# ---- mem_port_arbiter ----
==> config.mk <==
export PLATFORM = sky130hd
export DESIGN_NAME = mem_port_arbiter
export DESIGN_NICKNAME = d
export VERILOG_FILES = /design/src/rtl/mem_port_arbiter.sv
export SDC_FILE = /design/constraint.sdc
export NUM_CORES = 1
export LEC_CHECK = 0
export CAP_MARGIN = 0
export CELL_PAD_IN_SITES_DETAIL_PLACEMENT = 0
export CELL_PAD_IN_SITES_GLOBAL_PLACEMENT = 1
export CORE_MARGIN = 4
export CORE_UTILIZATION = 31
export DETAILED_ROUTE_END_ITERATION = 7
export PLACE_DENSITY = 0.89
export SLEW_MARGIN = 20
export SYNTH_ARGS = -nofsm -noshare
export SYNTH_HDL_FRONTEND = slang
export SYNTH_SLANG_ARGS = --single-unit
==> constraint.sdc <==
create_clock -name clk -period 3.2 [get_ports clk]
set_input_delay 0.48 -clock clk [delete_from_list [all_inputs] [get_ports clk]]
set_output_delay 0.48 -clock clk [all_outputs]
set_load 0.02 [all_outputs]
==> src/rtl/mem_port_arbiter.sv <==
// mem_port_arbiter: round-robin fetch/data arbiter for a shared 32-bit memory with wait states and legality checks
module mem_port_arbiter #(
    parameter int WAIT_CYCLES = 1,
    parameter int MEM_BYTES   = 65536
) (
    input  logic        clk,
    input  logic        rst_n,
    input  logic        i_req,
    input  logic [31:0] i_adr,
    output logic [31:0] i_rdata,
    output logic        i_ack,
    output logic        i_err,
    input  logic        d_req,
    input  logic        d_we,
    input  logic [31:0] d_adr,
    input  logic [31:0] d_wdata,
    output logic [31:0] d_rdata,
    output logic        d_ack,
    output logic        d_err,
    output logic [31:0] m_adr,
    output logic [31:0] m_din,
    output logic        m_mrd,
    output logic        m_mwr,
    input  logic [31:0] m_dout
);
    typedef enum logic [1:0] {IDLE, ACCESS, DONE} state_t;
    state_t      state;
    logic        prio_d;
    logic        sel_d;
    logic        we;
    logic [3:0]  cnt;
    logic [31:0] adr;
    logic [31:0] wdata;
    logic        grant_d;
    logic        legal;
    logic [31:0] g_adr;

    // data wins when it is the only requester or when it holds the priority token
    assign grant_d = d_req && (!i_req || prio_d);
    assign g_adr   = grant_d ? d_adr : i_adr;
    assign legal   = (g_adr[1:0] == 2'b00) && (g_adr <= 32'(MEM_BYTES - 4));

    // memory side is quiet outside ACCESS; a store writes only on the edge leaving ACCESS
    assign m_adr = (state == ACCESS) ? adr : '0;
    assign m_din = (state == ACCESS) ? wdata : '0;
    assign m_mrd = (state == ACCESS) && !we;
    assign m_mwr = (state == ACCESS) && we && (cnt == 4'd0);

    // arbitration, wait-state sequencing and registered ack/err/rdata
    always_ff @(posedge clk) begin
        if (!rst_n) begin
            state   <= IDLE;
            prio_d  <= 1'b1;
            sel_d   <= 1'b0;
            we      <= 1'b0;
            cnt     <= '0;
            adr     <= '0;
            wdata   <= '0;
            i_rdata <= '0;
            d_rdata <= '0;
            i_ack   <= 1'b0;
            i_err   <= 1'b0;
            d_ack   <= 1'b0;
            d_err   <= 1'b0;
        end else begin
            i_ack <= 1'b0;
            i_err <= 1'b0;
            d_ack <= 1'b0;
            d_err <= 1'b0;
            case (state)
                IDLE: if (i_req || d_req) begin
                    sel_d  <= grant_d;
                    adr    <= g_adr;
                    we     <= grant_d && d_we;
                    wdata  <= grant_d ? d_wdata : '0;
                    prio_d <= !grant_d;
                    cnt    <= 4'(WAIT_CYCLES);
                    if (legal) begin
                        state <= ACCESS;
                    end else begin
                        state <= DONE;
                        i_ack <= !grant_d;
                        i_err <= !grant_d;
                        d_ack <= grant_d;
                        d_err <= grant_d;
                    end
                end
                ACCESS: if (cnt == 4'd0) begin
                    state <= DONE;
                    i_ack <= !sel_d;
                    d_ack <= sel_d;
                    if (!we && sel_d) d_rdata <= m_dout;
                    if (!we && !sel_d) i_rdata <= m_dout;
                end else begin
                    cnt <= cnt - 4'd1;
                end
                default: state <= IDLE;
            endcase
        end
    end
endmodule
# ---- ctrl_pipe_unit ----
`src/rtl/ctrl_pipe_unit.sv`:
```
// ctrl_pipe_unit: ID-stage decoder with ID/EX control register, load-use stall, branch flush and multi-cycle multiply hold
module ctrl_pipe_unit #(
  parameter int MUL_LAT    = 3,
  parameter bit ENABLE_MUL = 1'b1,
  parameter int REG_ADDR_W = 5
) (
  input  logic                  clk_i,
  input  logic                  rst_i,
  input  logic [6:0]            Op_i,
  input  logic [6:0]            Funct7_i,
  input  logic [REG_ADDR_W-1:0] RS1addr_i,
  input  logic [REG_ADDR_W-1:0] RS2addr_i,
  input  logic [REG_ADDR_W-1:0] RDaddr_i,
  input  logic                  NoOp_i,
  input  logic                  Flush_i,
  output logic                  RegWrite_o,
  output logic                  MemReg_o,
  output logic                  MemRead_o,
  output logic                  MemWrite_o,
  output logic                  ALUSrc_o,
  output logic                  Branch_o,
  output logic                  MulOp_o,
  output logic [1:0]            ALUOp_o,
  output logic [REG_ADDR_W-1:0] RDaddr_o,
  output logic                  PCWrite_o,
  output logic                  IFIDWrite_o,
  output logic                  Stall_o,
  output logic                  MulBusy_o
);
  localparam int CW = $clog2(MUL_LAT) + 1;
  localparam logic [6:0] OP_R = 7'b0110011, OP_I = 7'b0010011, OP_LD = 7'b0000011,
                         OP_ST = 7'b0100011, OP_BEQ = 7'b1100011;
  typedef enum logic {RUN, BUSY} state_t;
  state_t                r_state;
  logic [CW-1:0]         r_cnt;
  logic [7:0]            r_ctl;
  logic                  r_mul;
  logic [REG_ADDR_W-1:0] r_rd;
  logic [7:0]            w_dec;
  logic                  w_mul, w_uses_rs2, w_lu, w_busy, w_bubble;
  // bundle order: RegWrite, MemReg, MemRead, MemWrite, ALUOp[1:0], ALUSrc, Branch
  assign w_dec = (Op_i == OP_R)   ? 8'b1000_1000 :
                 (Op_i == OP_I)   ? 8'b1000_0010 :
                 (Op_i == OP_LD)  ? 8'b1110_0010 :
                 (Op_i == OP_ST)  ? 8'b0001_0010 :
                 (Op_i == OP_BEQ) ? 8'b0000_0101 : 8'b0;
  assign w_mul      = ENABLE_MUL && (Op_i == OP_R) && (Funct7_i == 7'b0000001);
  assign w_uses_rs2 = (Op_i == OP_R) || (Op_i == OP_ST) || (Op_i == OP_BEQ);
  assign w_lu       = r_ctl[5] && (r_rd != '0) &&
                      ((r_rd == RS1addr_i) || (w_uses_rs2 && (r_rd == RS2addr_i)));
  assign w_busy     = (r_state == BUSY);
  assign w_bubble   = Flush_i || w_lu || NoOp_i;
  assign PCWrite_o   = !w_busy && (Flush_i || !w_lu);
  assign IFIDWrite_o = PCWrite_o;
  assign Stall_o     = !PCWrite_o;
  assign MulBusy_o   = w_busy;
  assign {RegWrite_o, MemReg_o, MemRead_o, MemWrite_o, ALUOp_o, ALUSrc_o, Branch_o} = r_ctl;
  assign MulOp_o  = r_mul;
  assign RDaddr_o = r_rd;
  always_ff @(posedge clk_i or negedge rst_i) begin
    if (!rst_i) begin
      r_state <= RUN;
      r_cnt   <= '0;
      r_ctl   <= '0;
      r_mul   <= 1'b0;
      r_rd    <= '0;
    end else if (w_busy) begin
      r_cnt <= r_cnt - CW'(1);
      if (r_cnt == CW'(1)) r_state <= RUN;
    end else begin
      r_ctl <= w_bubble ? 8'b0 : w_dec;
      r_mul <= !w_bubble && w_mul;
      r_rd  <= w_bubble ? '0 : RDaddr_i;
      if (!w_bubble && w_mul && MUL_LAT > 1) begin
        r_state <= BUSY;
        r_cnt   <= CW'(MUL_LAT - 1);
      end
    end
  end
endmodule

```
`config.mk`:
```
export PLATFORM = sky130hd
export DESIGN_NAME = ctrl_pipe_unit
export DESIGN_NICKNAME = d
export VERILOG_FILES = /design/src/rtl/ctrl_pipe_unit.sv
export SDC_FILE = /design/constraint.sdc
export NUM_CORES = 1
export LEC_CHECK = 0
export ABC_AREA = 1
export CORE_MARGIN = 3
export CORE_UTILIZATION = 42
export CTS_CLUSTER_DIAMETER = 50
export DETAILED_ROUTE_END_ITERATION = 10
export MAX_ROUTING_LAYER = met4
export PLACE_DENSITY = 0.81
export REMOVE_ABC_BUFFERS = 1
export SKIP_CTS_REPAIR_TIMING = 1
export SYNTH_ARGS = -nofsm -noshare
export SYNTH_HDL_FRONTEND = slang
export SYNTH_SLANG_ARGS = --single-unit
export TNS_END_PERCENT = 5
```
`constraint.sdc`:
```
create_clock -name clk_i -period 3.3 [get_ports clk_i]
set_input_delay 0.66 -clock clk_i [delete_from_list [all_inputs] [get_ports clk_i]]
set_output_delay 0.66 -clock clk_i [all_outputs]
set_load 0.02 [all_outputs]
```
# ---- ofs_plat_prim_vchan_req_rsp_mux_flat ----
File: config.mk
export PLATFORM = sky130hd
export DESIGN_NAME = ofs_plat_prim_vchan_req_rsp_mux_flat
export DESIGN_NICKNAME = d
export VERILOG_FILES = /design/src/rtl/ofs_plat_prim_vchan_req_rsp_mux_if.sv /design/src/rtl/ofs_plat_prim_vchan_req_rsp_mux.sv /design/src/flat_wrapper.sv
export SDC_FILE = /design/constraint.sdc
export NUM_CORES = 1
export LEC_CHECK = 0
export CAP_MARGIN = 20
export CORE_AREA = 2 2 131 133
export CTS_CLUSTER_DIAMETER = 100
export DETAILED_ROUTE_END_ITERATION = 7
export DIE_AREA = 0 0 133 135
export GPL_TIMING_DRIVEN = 0
export PLACE_DENSITY = 0.74
export SLEW_MARGIN = 30
export SYNTH_ARGS = -nofsm -noshare
export SYNTH_HDL_FRONTEND = slang
export SYNTH_SLANG_ARGS = --single-unit
File: constraint.sdc
create_clock -name clk -period 5.9 [get_ports clk]
set_input_delay 1.18 -clock clk [delete_from_list [all_inputs] [get_ports clk]]
set_output_delay 1.18 -clock clk [all_outputs]
set_load 0.005 [all_outputs]
File: src/rtl/ofs_plat_prim_vchan_req_rsp_mux_if.sv
// Handshake bundle for the virtual-channel request/response mux.
// slave: seen by the mux; master: seen by the sources/sink around it.
interface ofs_plat_prim_vchan_req_rsp_mux_if #(
    parameter int NUM_PORTS = 2,
    parameter int REQ_WIDTH = 64,
    parameter int RSP_WIDTH = 66,
    parameter int VCHAN_W   = (NUM_PORTS > 1) ? $clog2(NUM_PORTS) : 1
);
    logic [NUM_PORTS-1:0]           src_req_valid;
    logic [NUM_PORTS-1:0]           src_req_ready;
    logic [NUM_PORTS*REQ_WIDTH-1:0] src_req_data;
    logic [NUM_PORTS-1:0]           src_rsp_valid;
    logic [NUM_PORTS-1:0]           src_rsp_ready;
    logic [RSP_WIDTH-1:0]           src_rsp_data;
    logic                           snk_req_valid;
    logic                           snk_req_ready;
    logic [REQ_WIDTH-1:0]           snk_req_data;
    logic [VCHAN_W-1:0]             snk_req_vchan;
    logic                           snk_rsp_valid;
    logic                           snk_rsp_ready;
    logic [RSP_WIDTH-1:0]           snk_rsp_data;
    logic                           err_orphan_rsp;

    modport slave (
        input  src_req_valid, src_req_data, src_rsp_ready,
        input  snk_req_ready, snk_rsp_valid, snk_rsp_data,
        output src_req_ready, src_rsp_valid, src_rsp_data,
        output snk_req_valid, snk_req_data, snk_req_vchan,
        output snk_rsp_ready, err_orphan_rsp
    );

    modport master (
        output src_req_valid, src_req_data, src_rsp_ready,
        output snk_req_ready, snk_rsp_valid, snk_rsp_data,
        input  src_req_ready, src_rsp_valid, src_rsp_data,
        input  snk_req_valid, snk_req_data, snk_req_vchan,
        input  snk_rsp_ready, err_orphan_rsp
    );
endinterface

File: src/rtl/ofs_plat_prim_vchan_req_rsp_mux.sv
// Round-robin N:1 request mux with vchan tagging and in-order response return.
// Optional orphan-response drop/flag: OFS_PLAT_VCHAN_MUX_ORPHAN_RSP_CHECK_EN.
module ofs_plat_prim_vchan_req_rsp_mux #(
    parameter int NUM_PORTS       = 2,
    parameter int REQ_WIDTH       = 64,
    parameter int RSP_WIDTH       = 66,
    parameter int MAX_OUTSTANDING = 8
) (
    input  logic clk,
    input  logic reset,
    ofs_plat_prim_vchan_req_rsp_mux_if.slave bus
);
    localparam int VCHAN_W = (NUM_PORTS > 1) ? $clog2(NUM_PORTS) : 1;
    localparam int PTR_W   = $clog2(MAX_OUTSTANDING);
    localparam int CNT_W   = PTR_W + 1;

    logic                 out_valid_q;
    logic [REQ_WIDTH-1:0] out_data_q;
    logic [VCHAN_W-1:0]   out_vchan_q;
    logic [VCHAN_W-1:0]   rr_ptr_q, rr_ptr_d;
    logic [CNT_W-1:0]     cnt_q, cnt_d;
    logic [PTR_W-1:0]     wr_ptr_q, rd_ptr_q;
    logic [VCHAN_W-1:0]   tag_q [MAX_OUTSTANDING];

    logic                 arb_found;
    logic [VCHAN_W-1:0]   arb_idx;
    logic [REQ_WIDTH-1:0] arb_data;
    int                   arb_sum;
    logic                 can_issue, grant, pop, fifo_empty;
    logic [VCHAN_W-1:0]   head;

    assign fifo_empty = (cnt_q == '0);
    assign head       = tag_q[rd_ptr_q];
    assign can_issue  = !reset && (!out_valid_q || bus.snk_req_ready)
                        && (cnt_q < CNT_W'(MAX_OUTSTANDING));
    assign grant      = arb_found && can_issue;
    assign pop        = bus.snk_rsp_valid && bus.snk_rsp_ready && !fifo_empty;

    // Round-robin search for the first valid port at or after the pointer
    always_comb begin
        arb_found = 1'b0;
        arb_idx   = '0;
        arb_sum   = 0;
        for (int i = 0; i < NUM_PORTS; i++) begin
            arb_sum = int'(rr_ptr_q) + i;
            if (arb_sum >= NUM_PORTS) arb_sum = arb_sum - NUM_PORTS;
            if (!arb_found && bus.src_req_valid[VCHAN_W'(arb_sum)]) begin
                arb_found = 1'b1;
                arb_idx   = VCHAN_W'(arb_sum);
            end
        end
    end

    // Select granted payload and drive per-port ready/valid
    always_comb begin
        arb_data          = '0;
        bus.src_req_ready = '0;
        bus.src_rsp_valid = '0;
        for (int p = 0; p < NUM_PORTS; p++) begin
            if (arb_idx == VCHAN_W'(p))
                arb_data = bus.src_req_data[p*REQ_WIDTH +: REQ_WIDTH];
            bus.src_req_ready[p] = grant && (arb_idx == VCHAN_W'(p));
            bus.src_rsp_valid[p] = bus.snk_rsp_valid && !fifo_empty
                                   && (head == VCHAN_W'(p));
        end
    end

    // Response ready follows the port at the FIFO head; orphans may be dropped
    always_comb begin
        bus.snk_rsp_ready = !reset && !fifo_empty && bus.src_rsp_ready[head];
`ifdef OFS_PLAT_VCHAN_MUX_ORPHAN_RSP_CHECK_EN
        if (!reset && fifo_empty && bus.snk_rsp_valid)
            bus.snk_rsp_ready = 1'b1;
`endif
    end

    // Next pointer and outstanding count
    always_comb begin
        rr_ptr_d = rr_ptr_q;
        if (grant)
            rr_ptr_d = (arb_idx == VCHAN_W'(NUM_PORTS - 1)) ? '0 : arb_idx + 1'b1;
        cnt_d = cnt_q;
        if (grant && !pop)      cnt_d = cnt_q + 1'b1;
        else if (!grant && pop) cnt_d = cnt_q - 1'b1;
    end

    // Output register, tag FIFO and arbiter state
    always_ff @(posedge clk or posedge reset) begin
        if (reset) begin
            out_valid_q <= 1'b0;
            out_data_q  <= '0;
            out_vchan_q <= '0;
            rr_ptr_q    <= '0;
            cnt_q       <= '0;
            wr_ptr_q    <= '0;
            rd_ptr_q    <= '0;
            for (int i = 0; i < MAX_OUTSTANDING; i++) tag_q[i] <= '0;
        end else begin
            rr_ptr_q <= rr_ptr_d;
            cnt_q    <= cnt_d;
            if (grant) begin
                out_valid_q     <= 1'b1;
                out_data_q      <= arb_data;
                out_vchan_q     <= arb_idx;
                tag_q[wr_ptr_q] <= arb_idx;
                wr_ptr_q        <= wr_ptr_q + 1'b1;
            end else if (bus.snk_req_ready) begin
                out_valid_q <= 1'b0;
            end
            if (pop) rd_ptr_q <= rd_ptr_q + 1'b1;
        end
    end

`ifdef OFS_PLAT_VCHAN_MUX_ORPHAN_RSP_CHECK_EN
    logic err_q, err_d;

    assign err_d = err_q || (fifo_empty && bus.snk_rsp_valid);

    // Sticky flag for a response arriving with nothing outstanding
    always_ff @(posedge clk or posedge reset) begin
        if (reset) err_q <= 1'b0;
        else       err_q <= err_d;
    end

    assign bus.err_orphan_rsp = err_q;
`else
    assign bus.err_orphan_rsp = 1'b0;
`endif

    assign bus.snk_req_valid = out_valid_q;
    assign bus.snk_req_data  = out_data_q;
    assign bus.snk_req_vchan = out_vchan_q;
    assign bus.src_rsp_data  = bus.snk_rsp_data;
endmodule
File: src/flat_wrapper.sv
// flat-port wrapper written by rule: the top's interface ports become plain ports
module ofs_plat_prim_vchan_req_rsp_mux_flat 
#(
    parameter int NUM_PORTS       = 2,
    parameter int REQ_WIDTH       = 64,
    parameter int RSP_WIDTH       = 66,
    parameter int MAX_OUTSTANDING = 8
)
  (clk, reset, bus_src_req_valid, bus_src_req_data, bus_src_rsp_ready, bus_snk_req_ready, bus_snk_rsp_valid, bus_snk_rsp_data, bus_src_req_ready, bus_src_rsp_valid, bus_src_rsp_data, bus_snk_req_valid, bus_snk_req_data, bus_snk_req_vchan, bus_snk_rsp_ready, bus_err_orphan_rsp);
  ofs_plat_prim_vchan_req_rsp_mux_if #(.NUM_PORTS(NUM_PORTS), .REQ_WIDTH(REQ_WIDTH), .RSP_WIDTH(RSP_WIDTH)) bus_i ();
  input  logic clk;
  input  logic reset;
  input wire logic [$bits(bus_i.src_req_valid)-1:0] bus_src_req_valid;
  input wire logic [$bits(bus_i.src_req_data)-1:0] bus_src_req_data;
  input wire logic [$bits(bus_i.src_rsp_ready)-1:0] bus_src_rsp_ready;
  input wire logic [$bits(bus_i.snk_req_ready)-1:0] bus_snk_req_ready;
  input wire logic [$bits(bus_i.snk_rsp_valid)-1:0] bus_snk_rsp_valid;
  input wire logic [$bits(bus_i.snk_rsp_data)-1:0] bus_snk_rsp_data;
  output wire logic [$bits(bus_i.src_req_ready)-1:0] bus_src_req_ready;
  output wire logic [$bits(bus_i.src_rsp_valid)-1:0] bus_src_rsp_valid;
  output wire logic [$bits(bus_i.src_rsp_data)-1:0] bus_src_rsp_data;
  output wire logic [$bits(bus_i.snk_req_valid)-1:0] bus_snk_req_valid;
  output wire logic [$bits(bus_i.snk_req_data)-1:0] bus_snk_req_data;
  output wire logic [$bits(bus_i.snk_req_vchan)-1:0] bus_snk_req_vchan;
  output wire logic [$bits(bus_i.snk_rsp_ready)-1:0] bus_snk_rsp_ready;
  output wire logic [$bits(bus_i.err_orphan_rsp)-1:0] bus_err_orphan_rsp;
  assign bus_i.src_req_valid = bus_src_req_valid;
  assign bus_i.src_req_data = bus_src_req_data;
  assign bus_i.src_rsp_ready = bus_src_rsp_ready;
  assign bus_i.snk_req_ready = bus_snk_req_ready;
  assign bus_i.snk_rsp_valid = bus_snk_rsp_valid;
  assign bus_i.snk_rsp_data = bus_snk_rsp_data;
  assign bus_src_req_ready = bus_i.src_req_ready;
  assign bus_src_rsp_valid = bus_i.src_rsp_valid;
  assign bus_src_rsp_data = bus_i.src_rsp_data;
  assign bus_snk_req_valid = bus_i.snk_req_valid;
  assign bus_snk_req_data = bus_i.snk_req_data;
  assign bus_snk_req_vchan = bus_i.snk_req_vchan;
  assign bus_snk_rsp_ready = bus_i.snk_rsp_ready;
  assign bus_err_orphan_rsp = bus_i.err_orphan_rsp;
  ofs_plat_prim_vchan_req_rsp_mux #(.NUM_PORTS(NUM_PORTS), .REQ_WIDTH(REQ_WIDTH), .RSP_WIDTH(RSP_WIDTH), .MAX_OUTSTANDING(MAX_OUTSTANDING)) u_core (.clk(clk), .reset(reset), .bus(bus_i));
endmodule
# ---- am_mod_pipe_flat ----
$ cat src/rtl/am_mod_pipe_pkg.sv
// Shared helpers for the AM modulator datapath: width arithmetic, DC offset and signed saturation.
package am_pkg;

    function automatic int env_width(input int signal_w);
        return signal_w + 2;
    endfunction

    function automatic int prod_width(input int signal_w, input int carrier_w);
        return signal_w + carrier_w + 2;
    endfunction

    function automatic int shift_amount(input int signal_w, input int carrier_w, input int out_w);
        return signal_w + carrier_w - out_w;
    endfunction

    // Unity carrier level in the baseband Q format: 1.0 == 2^(SIGNAL_W-1).
    function automatic int dc_offset(input int signal_w);
        return 1 << (signal_w - 1);
    endfunction

    function automatic logic signed [63:0] saturate(input logic signed [63:0] v, input int out_w);
        logic signed [63:0] hi;
        logic signed [63:0] lo;
        hi = (64'sd1 <<< (out_w - 1)) - 64'sd1;
        lo = -hi - 64'sd1;
        if (v > hi) return hi;
        if (v < lo) return lo;
        return v;
    endfunction

endpackage

$ cat src/rtl/am_mod_pipe_if.sv
// Valid/ready stream bundle for the AM modulator: baseband/carrier beat in, modulated sample out.
interface am_mod_pipe_if #(
    parameter int CARRIER_W = 8,
    parameter int SIGNAL_W  = 8,
    parameter int MOD_W     = 8,
    parameter int OUT_W     = 8
);
    logic                        in_valid;
    logic                        in_ready;
    logic signed [CARRIER_W-1:0] carrier_in;
    logic signed [SIGNAL_W-1:0]  signal_in;
    logic        [MOD_W-1:0]     mod_index;
    logic                        out_valid;
    logic                        out_ready;
    logic signed [OUT_W-1:0]     signal_out;

    modport master (
        output in_valid, carrier_in, signal_in, mod_index, out_ready,
        input  in_ready, out_valid, signal_out
    );

    modport slave (
        input  in_valid, carrier_in, signal_in, mod_index, out_ready,
        output in_ready, out_valid, signal_out
    );
endinterface

$ cat src/rtl/am_mod_pipe_sat_trunc.sv
// Arithmetic right shift followed by signed saturation to OUT_W bits; o_sat flags a clipped result.
module am_sat_trunc
    import am_pkg::*;
#(
    parameter int IN_W  = 18,
    parameter int OUT_W = 8,
    parameter int SHIFT = 8
) (
    input  logic signed [IN_W-1:0]  i_din,
    output logic signed [OUT_W-1:0] o_dout,
    output logic                    o_sat
);
    logic signed [IN_W-1:0] w_q;
    logic signed [63:0]     w_q64;
    logic signed [63:0]     w_s64;

    assign w_q    = i_din >>> SHIFT;
    assign w_q64  = 64'(w_q);
    assign w_s64  = saturate(w_q64, OUT_W);
    assign o_dout = OUT_W'(w_s64);
    assign o_sat  = (w_s64 != w_q64);
endmodule

$ cat src/rtl/am_mod_pipe.sv
// Three-stage standard-AM modulator: out = sat((1 + m*x) * c / 2) on a valid/ready stream.
// Optional macro AM_ENV_CLAMP_EN clips a negative envelope to zero instead of letting the phase reverse.
module am_mod_pipe
    import am_pkg::*;
#(
    parameter int CARRIER_W = 8,
    parameter int SIGNAL_W  = 8,
    parameter int MOD_W     = 8,
    parameter int OUT_W     = 8
) (
    input  logic          clk,
    input  logic          rst_n,
    am_mod_pipe_if.slave  bus,
    input  logic          clr_status,
    output logic          overmod_flag,
    output logic          sat_flag
);
    localparam int ENV_W  = env_width(SIGNAL_W);
    localparam int PROD_W = prod_width(SIGNAL_W, CARRIER_W);
    localparam int SHIFT  = shift_amount(SIGNAL_W, CARRIER_W, OUT_W);
    localparam int XM_W   = SIGNAL_W + 1;
    localparam int MUL_W  = SIGNAL_W + MOD_W + 1;
    localparam logic signed [ENV_W-1:0] DC = ENV_W'(dc_offset(SIGNAL_W));

    logic                        w_en;
    logic signed [MUL_W-1:0]     w_sig_ext;
    logic signed [MUL_W-1:0]     w_mod_ext;
    logic signed [MUL_W-1:0]     w_mul;
    logic signed [XM_W-1:0]      w_xm;
    logic signed [ENV_W-1:0]     w_env_raw;
    logic signed [ENV_W-1:0]     w_env;
    logic                        w_neg;
    logic signed [PROD_W-1:0]    w_prod;
    logic signed [OUT_W-1:0]     w_sat_out;
    logic                        w_sat;

    logic                        r_s1_valid;
    logic signed [CARRIER_W-1:0] r_s1_car;
    logic signed [XM_W-1:0]      r_s1_xm;
    logic                        r_s2_valid;
    logic signed [CARRIER_W-1:0] r_s2_car;
    logic signed [ENV_W-1:0]     r_s2_env;
    logic                        r_s2_neg;
    logic                        r_s3_valid;
    logic signed [OUT_W-1:0]     r_s3_out;

    // Whole pipe moves in lockstep; only a valid beat parked in stage 3 can stall it.
    assign w_en         = !r_s3_valid || bus.out_ready;
    assign bus.in_ready = w_en;

    // Stage 1: m is unsigned, so zero-extend it before the signed multiply.
    assign w_sig_ext = MUL_W'(bus.signal_in);
    assign w_mod_ext = MUL_W'({1'b0, bus.mod_index});
    assign w_mul     = w_sig_ext * w_mod_ext;
    assign w_xm      = XM_W'(w_mul >>> (MOD_W - 1));

    // Stage 2: envelope = 1.0 + m*x
    assign w_env_raw = ENV_W'(r_s1_xm) + DC;
    assign w_neg     = w_env_raw[ENV_W-1];
`ifdef AM_ENV_CLAMP_EN
    assign w_env     = w_neg ? '0 : w_env_raw;
`else
    assign w_env     = w_env_raw;
`endif

    // Stage 3: envelope times carrier, rescaled and clipped to the output format
    assign w_prod = PROD_W'(r_s2_env) * PROD_W'(r_s2_car);

    am_sat_trunc #(
        .IN_W  (PROD_W),
        .OUT_W (OUT_W),
        .SHIFT (SHIFT)
    ) u_sat_trunc (
        .i_din  (w_prod),
        .o_dout (w_sat_out),
        .o_sat  (w_sat)
    );

    always_ff @(posedge clk or negedge rst_n) begin
        if (!rst_n) begin
            r_s1_valid <= 1'b0;
            r_s1_car   <= '0;
            r_s1_xm    <= '0;
            r_s2_valid <= 1'b0;
            r_s2_car   <= '0;
            r_s2_env   <= '0;
            r_s2_neg   <= 1'b0;
            r_s3_valid <= 1'b0;
            r_s3_out   <= '0;
        end else if (w_en) begin
            r_s1_valid <= bus.in_valid;
            r_s1_car   <= bus.carrier_in;
            r_s1_xm    <= w_xm;
            r_s2_valid <= r_s1_valid;
            r_s2_car   <= r_s1_car;
            r_s2_env   <= w_env;
            r_s2_neg   <= w_neg;
            r_s3_valid <= r_s2_valid;
            r_s3_out   <= w_sat_out;
        end
    end

    // Events are taken as a beat enters stage 3; a set beats a simultaneous clear.
    always_ff @(posedge clk or negedge rst_n) begin
        if (!rst_n) begin
            overmod_flag <= 1'b0;
            sat_flag     <= 1'b0;
        end else begin
            if (w_en && r_s2_valid && r_s2_neg) overmod_flag <= 1'b1;
            else if (clr_status)                overmod_flag <= 1'b0;
            if (w_en && r_s2_valid && w_sat)    sat_flag     <= 1'b1;
            else if (clr_status)                sat_flag     <= 1'b0;
        end
    end

    assign bus.out_valid  = r_s3_valid;
    assign bus.signal_out = r_s3_out;
endmodule

$ cat src/flat_wrapper.sv
// flat-port wrapper written by rule: the top's interface ports become plain ports
module am_mod_pipe_flat import am_pkg::*;
#(
    parameter int CARRIER_W = 8,
    parameter int SIGNAL_W  = 8,
    parameter int MOD_W     = 8,
    parameter int OUT_W     = 8
)
  (clk, rst_n, clr_status, overmod_flag, sat_flag, bus_in_valid, bus_carrier_in, bus_signal_in, bus_mod_index, bus_out_ready, bus_in_ready, bus_out_valid, bus_signal_out);
  am_mod_pipe_if #(.CARRIER_W(CARRIER_W), .SIGNAL_W(SIGNAL_W), .MOD_W(MOD_W), .OUT_W(OUT_W)) bus_i ();
  input  logic clk;
  input  logic rst_n;
  input  logic clr_status;
  output logic overmod_flag;
  output logic sat_flag;
  input wire logic [$bits(bus_i.in_valid)-1:0] bus_in_valid;
  input wire logic [$bits(bus_i.carrier_in)-1:0] bus_carrier_in;
  input wire logic [$bits(bus_i.signal_in)-1:0] bus_signal_in;
  input wire logic [$bits(bus_i.mod_index)-1:0] bus_mod_index;
  input wire logic [$bits(bus_i.out_ready)-1:0] bus_out_ready;
  output wire logic [$bits(bus_i.in_ready)-1:0] bus_in_ready;
  output wire logic [$bits(bus_i.out_valid)-1:0] bus_out_valid;
  output wire logic [$bits(bus_i.signal_out)-1:0] bus_signal_out;
  assign bus_i.in_valid = bus_in_valid;
  assign bus_i.carrier_in = bus_carrier_in;
  assign bus_i.signal_in = bus_signal_in;
  assign bus_i.mod_index = bus_mod_index;
  assign bus_i.out_ready = bus_out_ready;
  assign bus_in_ready = bus_i.in_ready;
  assign bus_out_valid = bus_i.out_valid;
  assign bus_signal_out = bus_i.signal_out;
  am_mod_pipe #(.CARRIER_W(CARRIER_W), .SIGNAL_W(SIGNAL_W), .MOD_W(MOD_W), .OUT_W(OUT_W)) u_core (.clk(clk), .rst_n(rst_n), .bus(bus_i), .clr_status(clr_status), .overmod_flag(overmod_flag), .sat_flag(sat_flag));
endmodule
$ cat config.mk
export PLATFORM = sky130hd
export DESIGN_NAME = am_mod_pipe_flat
export DESIGN_NICKNAME = d
export VERILOG_FILES = /design/src/rtl/am_mod_pipe_pkg.sv /design/src/rtl/am_mod_pipe_if.sv /design/src/rtl/am_mod_pipe_sat_trunc.sv /design/src/rtl/am_mod_pipe.sv /design/src/flat_wrapper.sv
export SDC_FILE = /design/constraint.sdc
export NUM_CORES = 1
export LEC_CHECK = 0
export CAP_MARGIN = 30
export CORE_UTILIZATION = 56
export CTS_CLUSTER_SIZE = 20
export DETAILED_ROUTE_END_ITERATION = 10
export GPL_TIMING_DRIVEN = 1
export PLACE_DENSITY = 0.79
export RECOVER_POWER = 50
export SLEW_MARGIN = 0
export SYNTH_ARGS = -nofsm -noshare
export SYNTH_HDL_FRONTEND = slang
export SYNTH_SLANG_ARGS = --single-unit
$ cat constraint.sdc
create_clock -name clk -period 5.2 [get_ports clk]
set_input_delay 0.78 -clock clk [delete_from_list [all_inputs] [get_ports clk]]
set_output_delay 0.78 -clock clk [all_outputs]
set_load 0.01 [all_outputs]
Fig. 1: ctrl_pipe_unit, cell placement
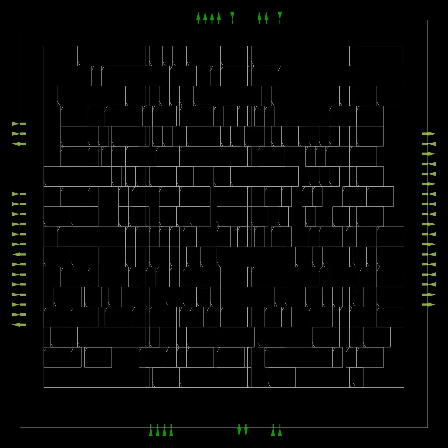
number of sequential cells: 16
Util after Layout: 70.1%

==> Changelog: implementation, ctrl_pipe_unit <==
### Metrics

- Result of the run: finished, final reports clean
- Clock tree buffer depth: 2
- Clock slew at the register clock pins of the worst setup and hold paths: approximately 0.1 ns
- GRT Overall Usage: 20.0%
- Combinational gate count: 98
- Count of buffers inserted at the top-level ports: 50
- Register-to-Register Setup Slack: 1.85 ns
- Synthesis-to-finish area growth: 55.5%
- Number of antenna violations at the first check in global routing: 0
- Worst setup timing slack at the placement stage: around 0.1 ns
- Cell area after placement: 1540 sq um
- Aggregate routed wire length: 2610 um
- Pre-Place Util: a little under half
- Sum of negative setup slack: 0 ns
- Arrival time at the worst endpoint: roughly 2.2 ns
ctrl_pipe_unit: worst max-delay path: stages:
cell,delay (ns)
sky130_fd_sc_hd__clkdlybuf4s50_1,0.52
sky130_fd_sc_hd__nand2_1,0.06
sky130_fd_sc_hd__inv_1,0.10
sky130_fd_sc_hd__nand4_1,0.09
sky130_fd_sc_hd__o21ai_0,0.09
sky130_fd_sc_hd__nand2_1,0.09
sky130_fd_sc_hd__nand2_2,0.07
sky130_fd_sc_hd__nand2_4,0.08
sky130_fd_sc_hd__o21ai_2,0.13
sky130_fd_sc_hd__inv_1,0.06
sky130_fd_sc_hd__dlymetal6s2s_1,0.21
Fig. 2: ofs_plat_prim_vchan_req_rsp_mux_flat, routed metal, one colour a layer
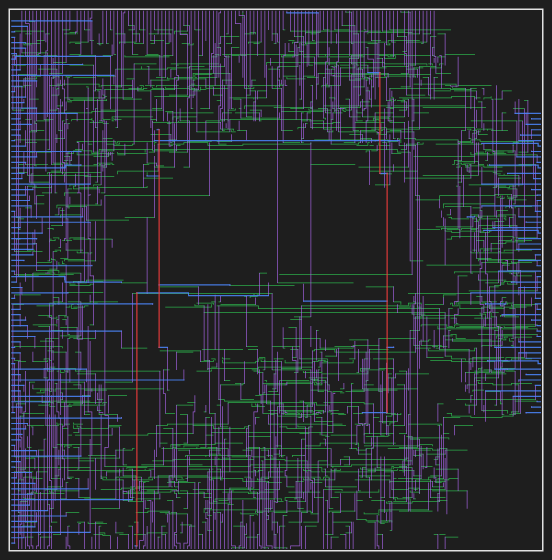
met3 -> blue  # wire length 1250 um
met2 -> purple  # wire length 8480 um
met1 -> green  # wire length 6240 um
met4 -> red  # wire length 203 um

Fig. 3: ofs_plat_prim_vchan_req_rsp_mux_flat, wiring heat map
27 x 27 tiles, from black (low) to pale yellow (high), scaled to the fullest tile. Values are wire area over tile area, all layers added.
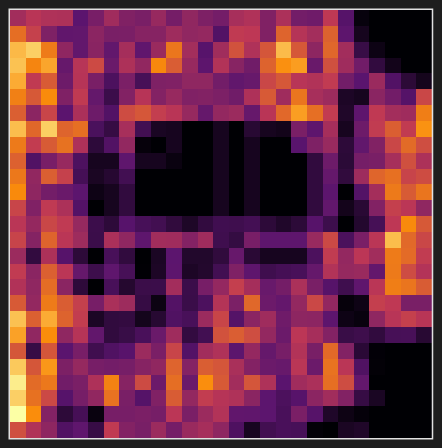
emptiest ninth of the die = middle
nearly empty tiles = 12%
tiles over half the peak = 22%
mean over tiles = 0.14

==> Changelog: implementation, ofs_plat_prim_vchan_req_rsp_mux_flat <==
### Metrics

- Result of the run: finished, final reports clean
- Proportion of synthesized chip area in sequential cells: around 48%
- Syn avg cell area: around 8.7 sq um
- Synthesis-to-finish area growth: 74.6%
- GR Util met2: a little under a third
- Depth of the critical timing path with buffers and inverters included: 6
- Req. time, crit path: about 4.7 ns
- Highest-delay cell along the critical path: sky130_fd_sc_hd__clkdlybuf4s50_1
- Fin. max-slew vios: 0
- Post-synthesis cell type with the largest instance count: sky130_fd_sc_hd__nand2_1
- Most frequent cells after synthesis: sky130_fd_sc_hd__nand2_1, sky130_fd_sc_hd__dfrtp_1, sky130_fd_sc_hd__nor2_1
- Post-route cell area: roughly 7800 sq um
- Cell chosen for the clock root: sky130_fd_sc_hd__clkbuf_16
- Std-Cell Core Area: about 16000 sq um
- Non-clock buffer contribution to total cell area: a little over two fifths
- Pre-Place Util: 27.2%
- Most area-hungry cell type in the Yosys netlist: sky130_fd_sc_hd__dfrtp_1
- Routed via count: ~4500
- Max-cap violations: 0
- Die area: between 15000 and 20000 sq um
- Count of warnings emitted by yosys: 0
- R2R depth: 11
- Hold Vio Cnt, Final: 0
- Number of OpenROAD warnings: 27
- CTS tree: built
- Post-synthesis cell count from yosys: 516
[ofs_plat_prim_vchan_req_rsp_mux_flat: logic make-up (layout without fill, tap and decap cells)]
| kind of cell | Yosys count | after routing | synth area share (%) |
|---|---|---|---|
| flops | 85 | 85 | 47.6 |
| buf+inv | 104 | 392 | 14.4 |
| simple gates | 228 | 228 | 20.3 |
| compound gates | 72 | 72 | 10.1 |
| other cells | 1 | 1 | 0.0840 |
| mux | 12 | 12 | 4.09 |
| xor+xnor | 8 | 8 | 1.57 |
| fa+ha+maj | 6 | 6 | 1.85 |
Fig. 4: mem_port_arbiter, cell placement
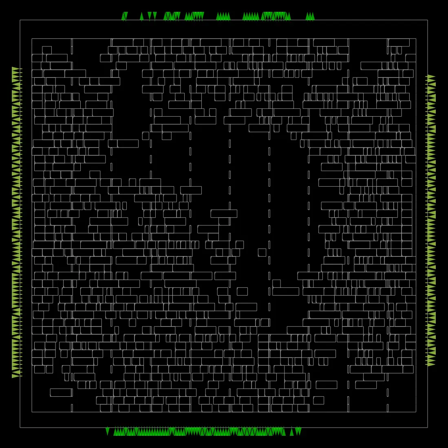
total of fill cells in the finished design: 1660
count of inserted tapcells: 225
number of sequential cells: 141
# rows: 48
Std-Cell Core Area: 17500 sq um

==> Changelog: implementation, mem_port_arbiter <==
### Metrics

- Post-cts resize count: 0
- Most frequent standard cell in the layout excluding fill and tap cells: sky130_fd_sc_hd__clkdlybuf4s50_1
- Dominant register cell: sky130_fd_sc_hd__dfxtp_1
- R2R depth: 8
- Hold Vio Cnt, Final: 0
- Final net count: slightly above 1000
- Family of cells with the greatest summed delay on the critical path: buffers and inverters
- Arrival time at the worst endpoint: between 2 and 2.5 ns
- Synth logic family: simple AND/OR/NAND/NOR gates
- Area fraction in xor and xnor cells: 0.312%
- Count of buffers inserted at the top-level ports: around 270
- Req. time, crit path: 2.72 ns
- Type of the setup path with the least slack: reg2out
- Number of buffers outside the clock class in the layout: between 200 and 300
- Result of the run: finished, final reports clean
- Vias per Instance: roughly 4.7
- Async set-reset flop share out of synthesis: 0%
- Min Clock Period, post-route: between 2 and 3 ns
- Max_slew headroom: approximately two thirds
- Fin. max-slew vios: 0
- Pin count of the biggest net entering global routing: between 90 and 100
- Worst reg2reg endpoint: i_rdata[5]$_SDFFE_PN0P_
## mem_port_arbiter: per-layer routing
metal	share of wire [%]	track usage [%]	wire (um)	vias to the layer above
li1	-	-	-	2672
met1	43	21.0	7560	2358
met2	46	27.4	8120	197
met3	9.6	7.02	1690	14
met4	1.0	5.00	181	0
met5	0	0	0	-
## mem_port_arbiter: sequential cells by signal, summed over array words and instances (netlist names)
register / count
cnt: 4
i_ack: 1
d_ack: 1
sel_d: 1
we: 1
d_rdata: 32
i_err: 1
wdata: 32
prio_d: 1
state: 2
d_err: 1
i_rdata: 32
adr: 32
Fig. 5: am_mod_pipe_flat, placed cells, one colour a class
The bar under the picture is 20 um long. Fill, decap, tap and diode cells in grey.
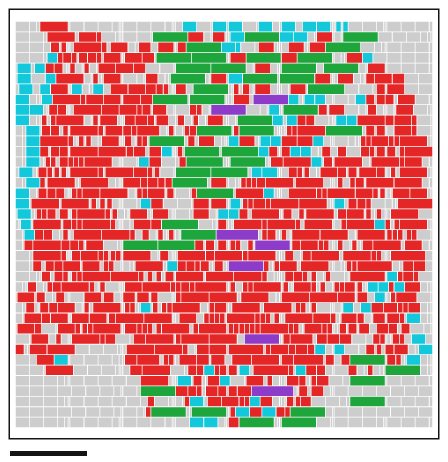
clock drivers and dummy loads -> purple  # cells 7, share of their area 2.4%
all other logic -> red  # cells 637, share of their area 72%
other buffers and delay cells -> cyan  # cells 96, share of their area 10%
flip-flops -> green  # cells 48, share of their area 15%

Fig. 6: am_mod_pipe_flat, cell placement
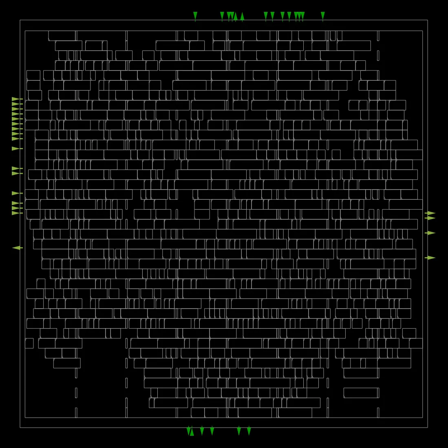
sequential fraction of total cell area: 15.0%
Std-Cell Core Area: 11600 sq um
number of sequential cells: 48
# rows: 39
Util after Layout: 69.7%

==> Changelog: implementation, am_mod_pipe_flat <==
### Metrics

- Violated checks: max-capacitance violations, max-slew violations
- Synthesis-to-finish area growth: 19.4%
- Launch instance of the worst register-to-register path: u_core.r_s2_car[2]$_DFFE_PN0N_
- Synthesis-stage register bit count: approximately 48
- CP cell instances: and2_4 -> fa_1 -> fa_1 -> fa_1 -> inv_2 -> fa_1 -> inv_2 -> ha_4 -> o21a_1 -> o21a_1 -> a21o_1 -> a21oi_4 -> nand4b_1 -> o211ai_2 -> ha_4 -> nor4_4 -> nand3b_1 -> o31ai_2 -> o32ai_1
- Fin. max-slew vios: about 110
- Max_slew headroom: -95.1%
- Clock tree skew after final layout: 0.00399 ns
- Final Cycle Share: between 90% and 100%
- DRC violations left: 0
- Async set-reset flop share out of synthesis: 100%
- Combinational Area: slightly above 5000 sq um
- Count of inserted tapcells: roughly 140
- Post-Synthesis Cell Area: between 6000 and 7000 sq um
- Result of the run: finished, violations left
- Final Hold Slack: between 0.4 and 0.5 ns
- Logic inverters: between 100 and 150
- Min setup slack post-route: around 0.091 ns
- Max-cap violations: 2
- Unrepaired setup endpoints after global routing: yes
==> am_mod_pipe_flat: cells by family after synthesis <==
kind of cell | after synthesis | synth area share, %
AND-OR/OR-AND | 65 | 6.68
XOR/XNOR | 26 | 3.37
adder cells (fa/ha/maj) | 171 | 42.8
buffers and inverters | 156 | 8.68
flip-flops | 48 | 17.8
multiplexers | 26 | 4.32
AND/OR/NAND/NOR | 208 | 16.3


## Gallery

Routed metal, one colour a layer.
image #1
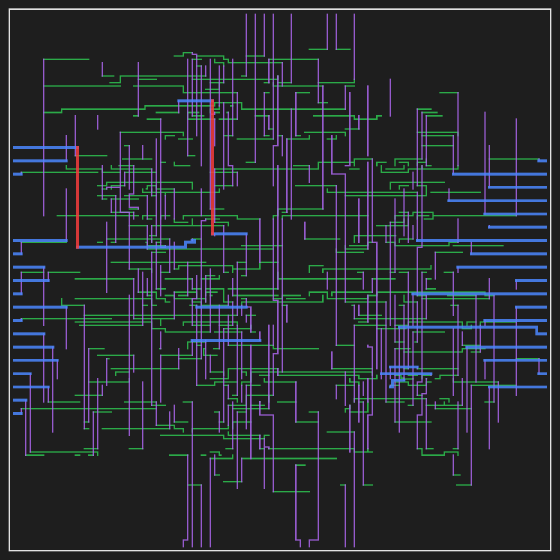
image #2
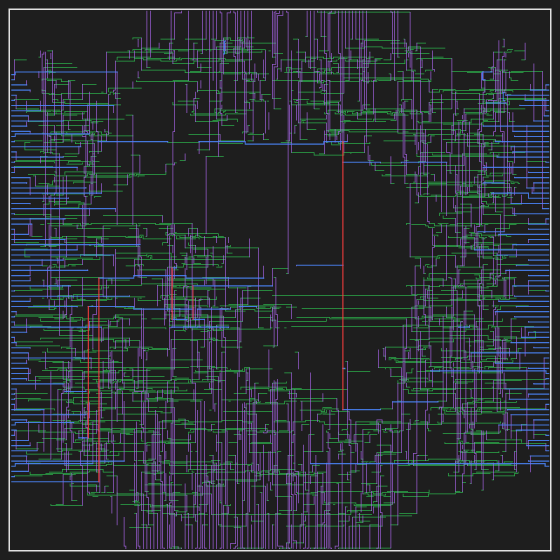
image #3
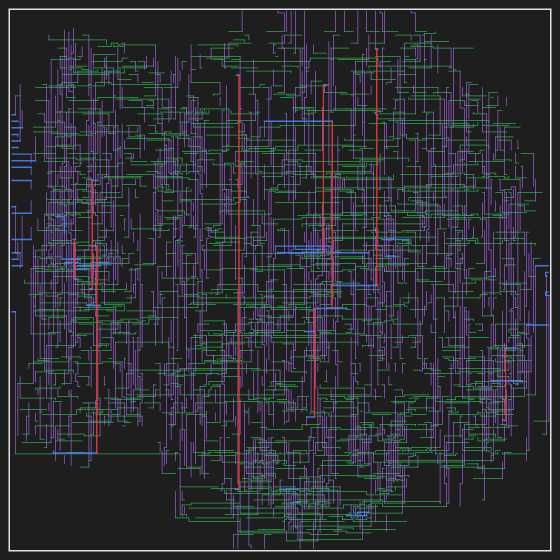
| picture | from |
|---|---|
| image #1 | ctrl_pipe_unit |
| image #2 | mem_port_arbiter |
| image #3 | am_mod_pipe_flat |
The one with the most wire is image #2.
The one with the least wire is image #1.

Key to image #2:
met3 -> blue  # wire length 1690 um
met4 -> red  # wire length 182 um
met2 -> purple  # wire length 8120 um
met1 -> green  # wire length 7560 um


## Gallery

Placed cells, one colour a class.
Plate I
The bar under the picture is 20 um long. Fill, decap, tap and diode cells in grey.
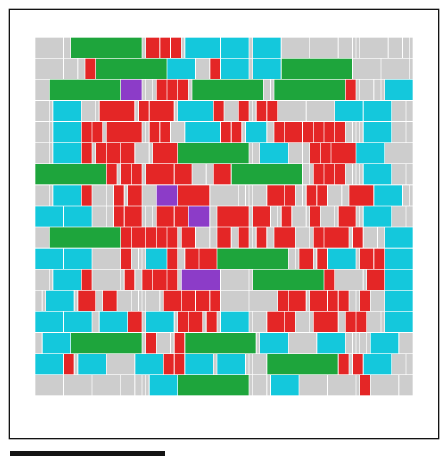
Plate II
The bar under the picture is 50 um long. Fill, decap, tap and diode cells in grey.
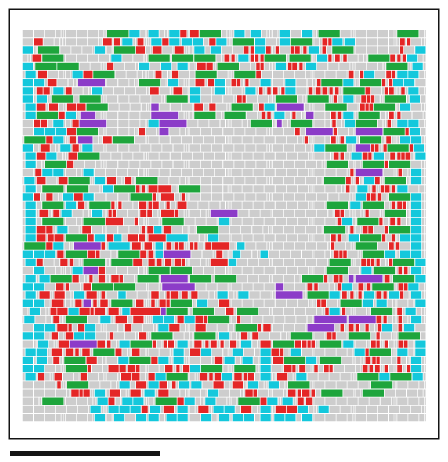
Plate III
The bar under the picture is 50 um long. Fill, decap, tap and diode cells in grey.
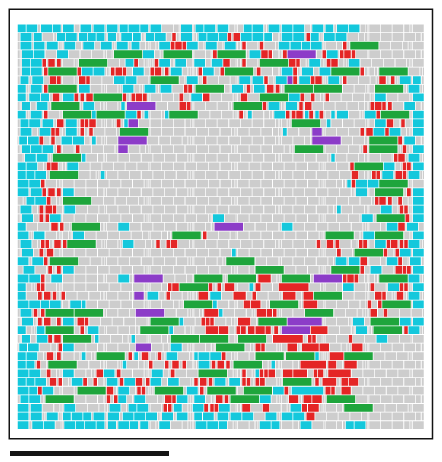
mem_port_arbiter is Plate II.
ofs_plat_prim_vchan_req_rsp_mux_flat is Plate III.
ctrl_pipe_unit is Plate I.
- fewest sequential cells: Plate I
- fewest cells: Plate I

Key to Plate III:
flip-flops -> green  # cells 85, share of their area 28%
clock drivers and dummy loads -> purple  # cells 16, share of their area 4.1%
all other logic -> red  # cells 331, share of their area 23%
other buffers and delay cells -> cyan  # cells 372, share of their area 45%

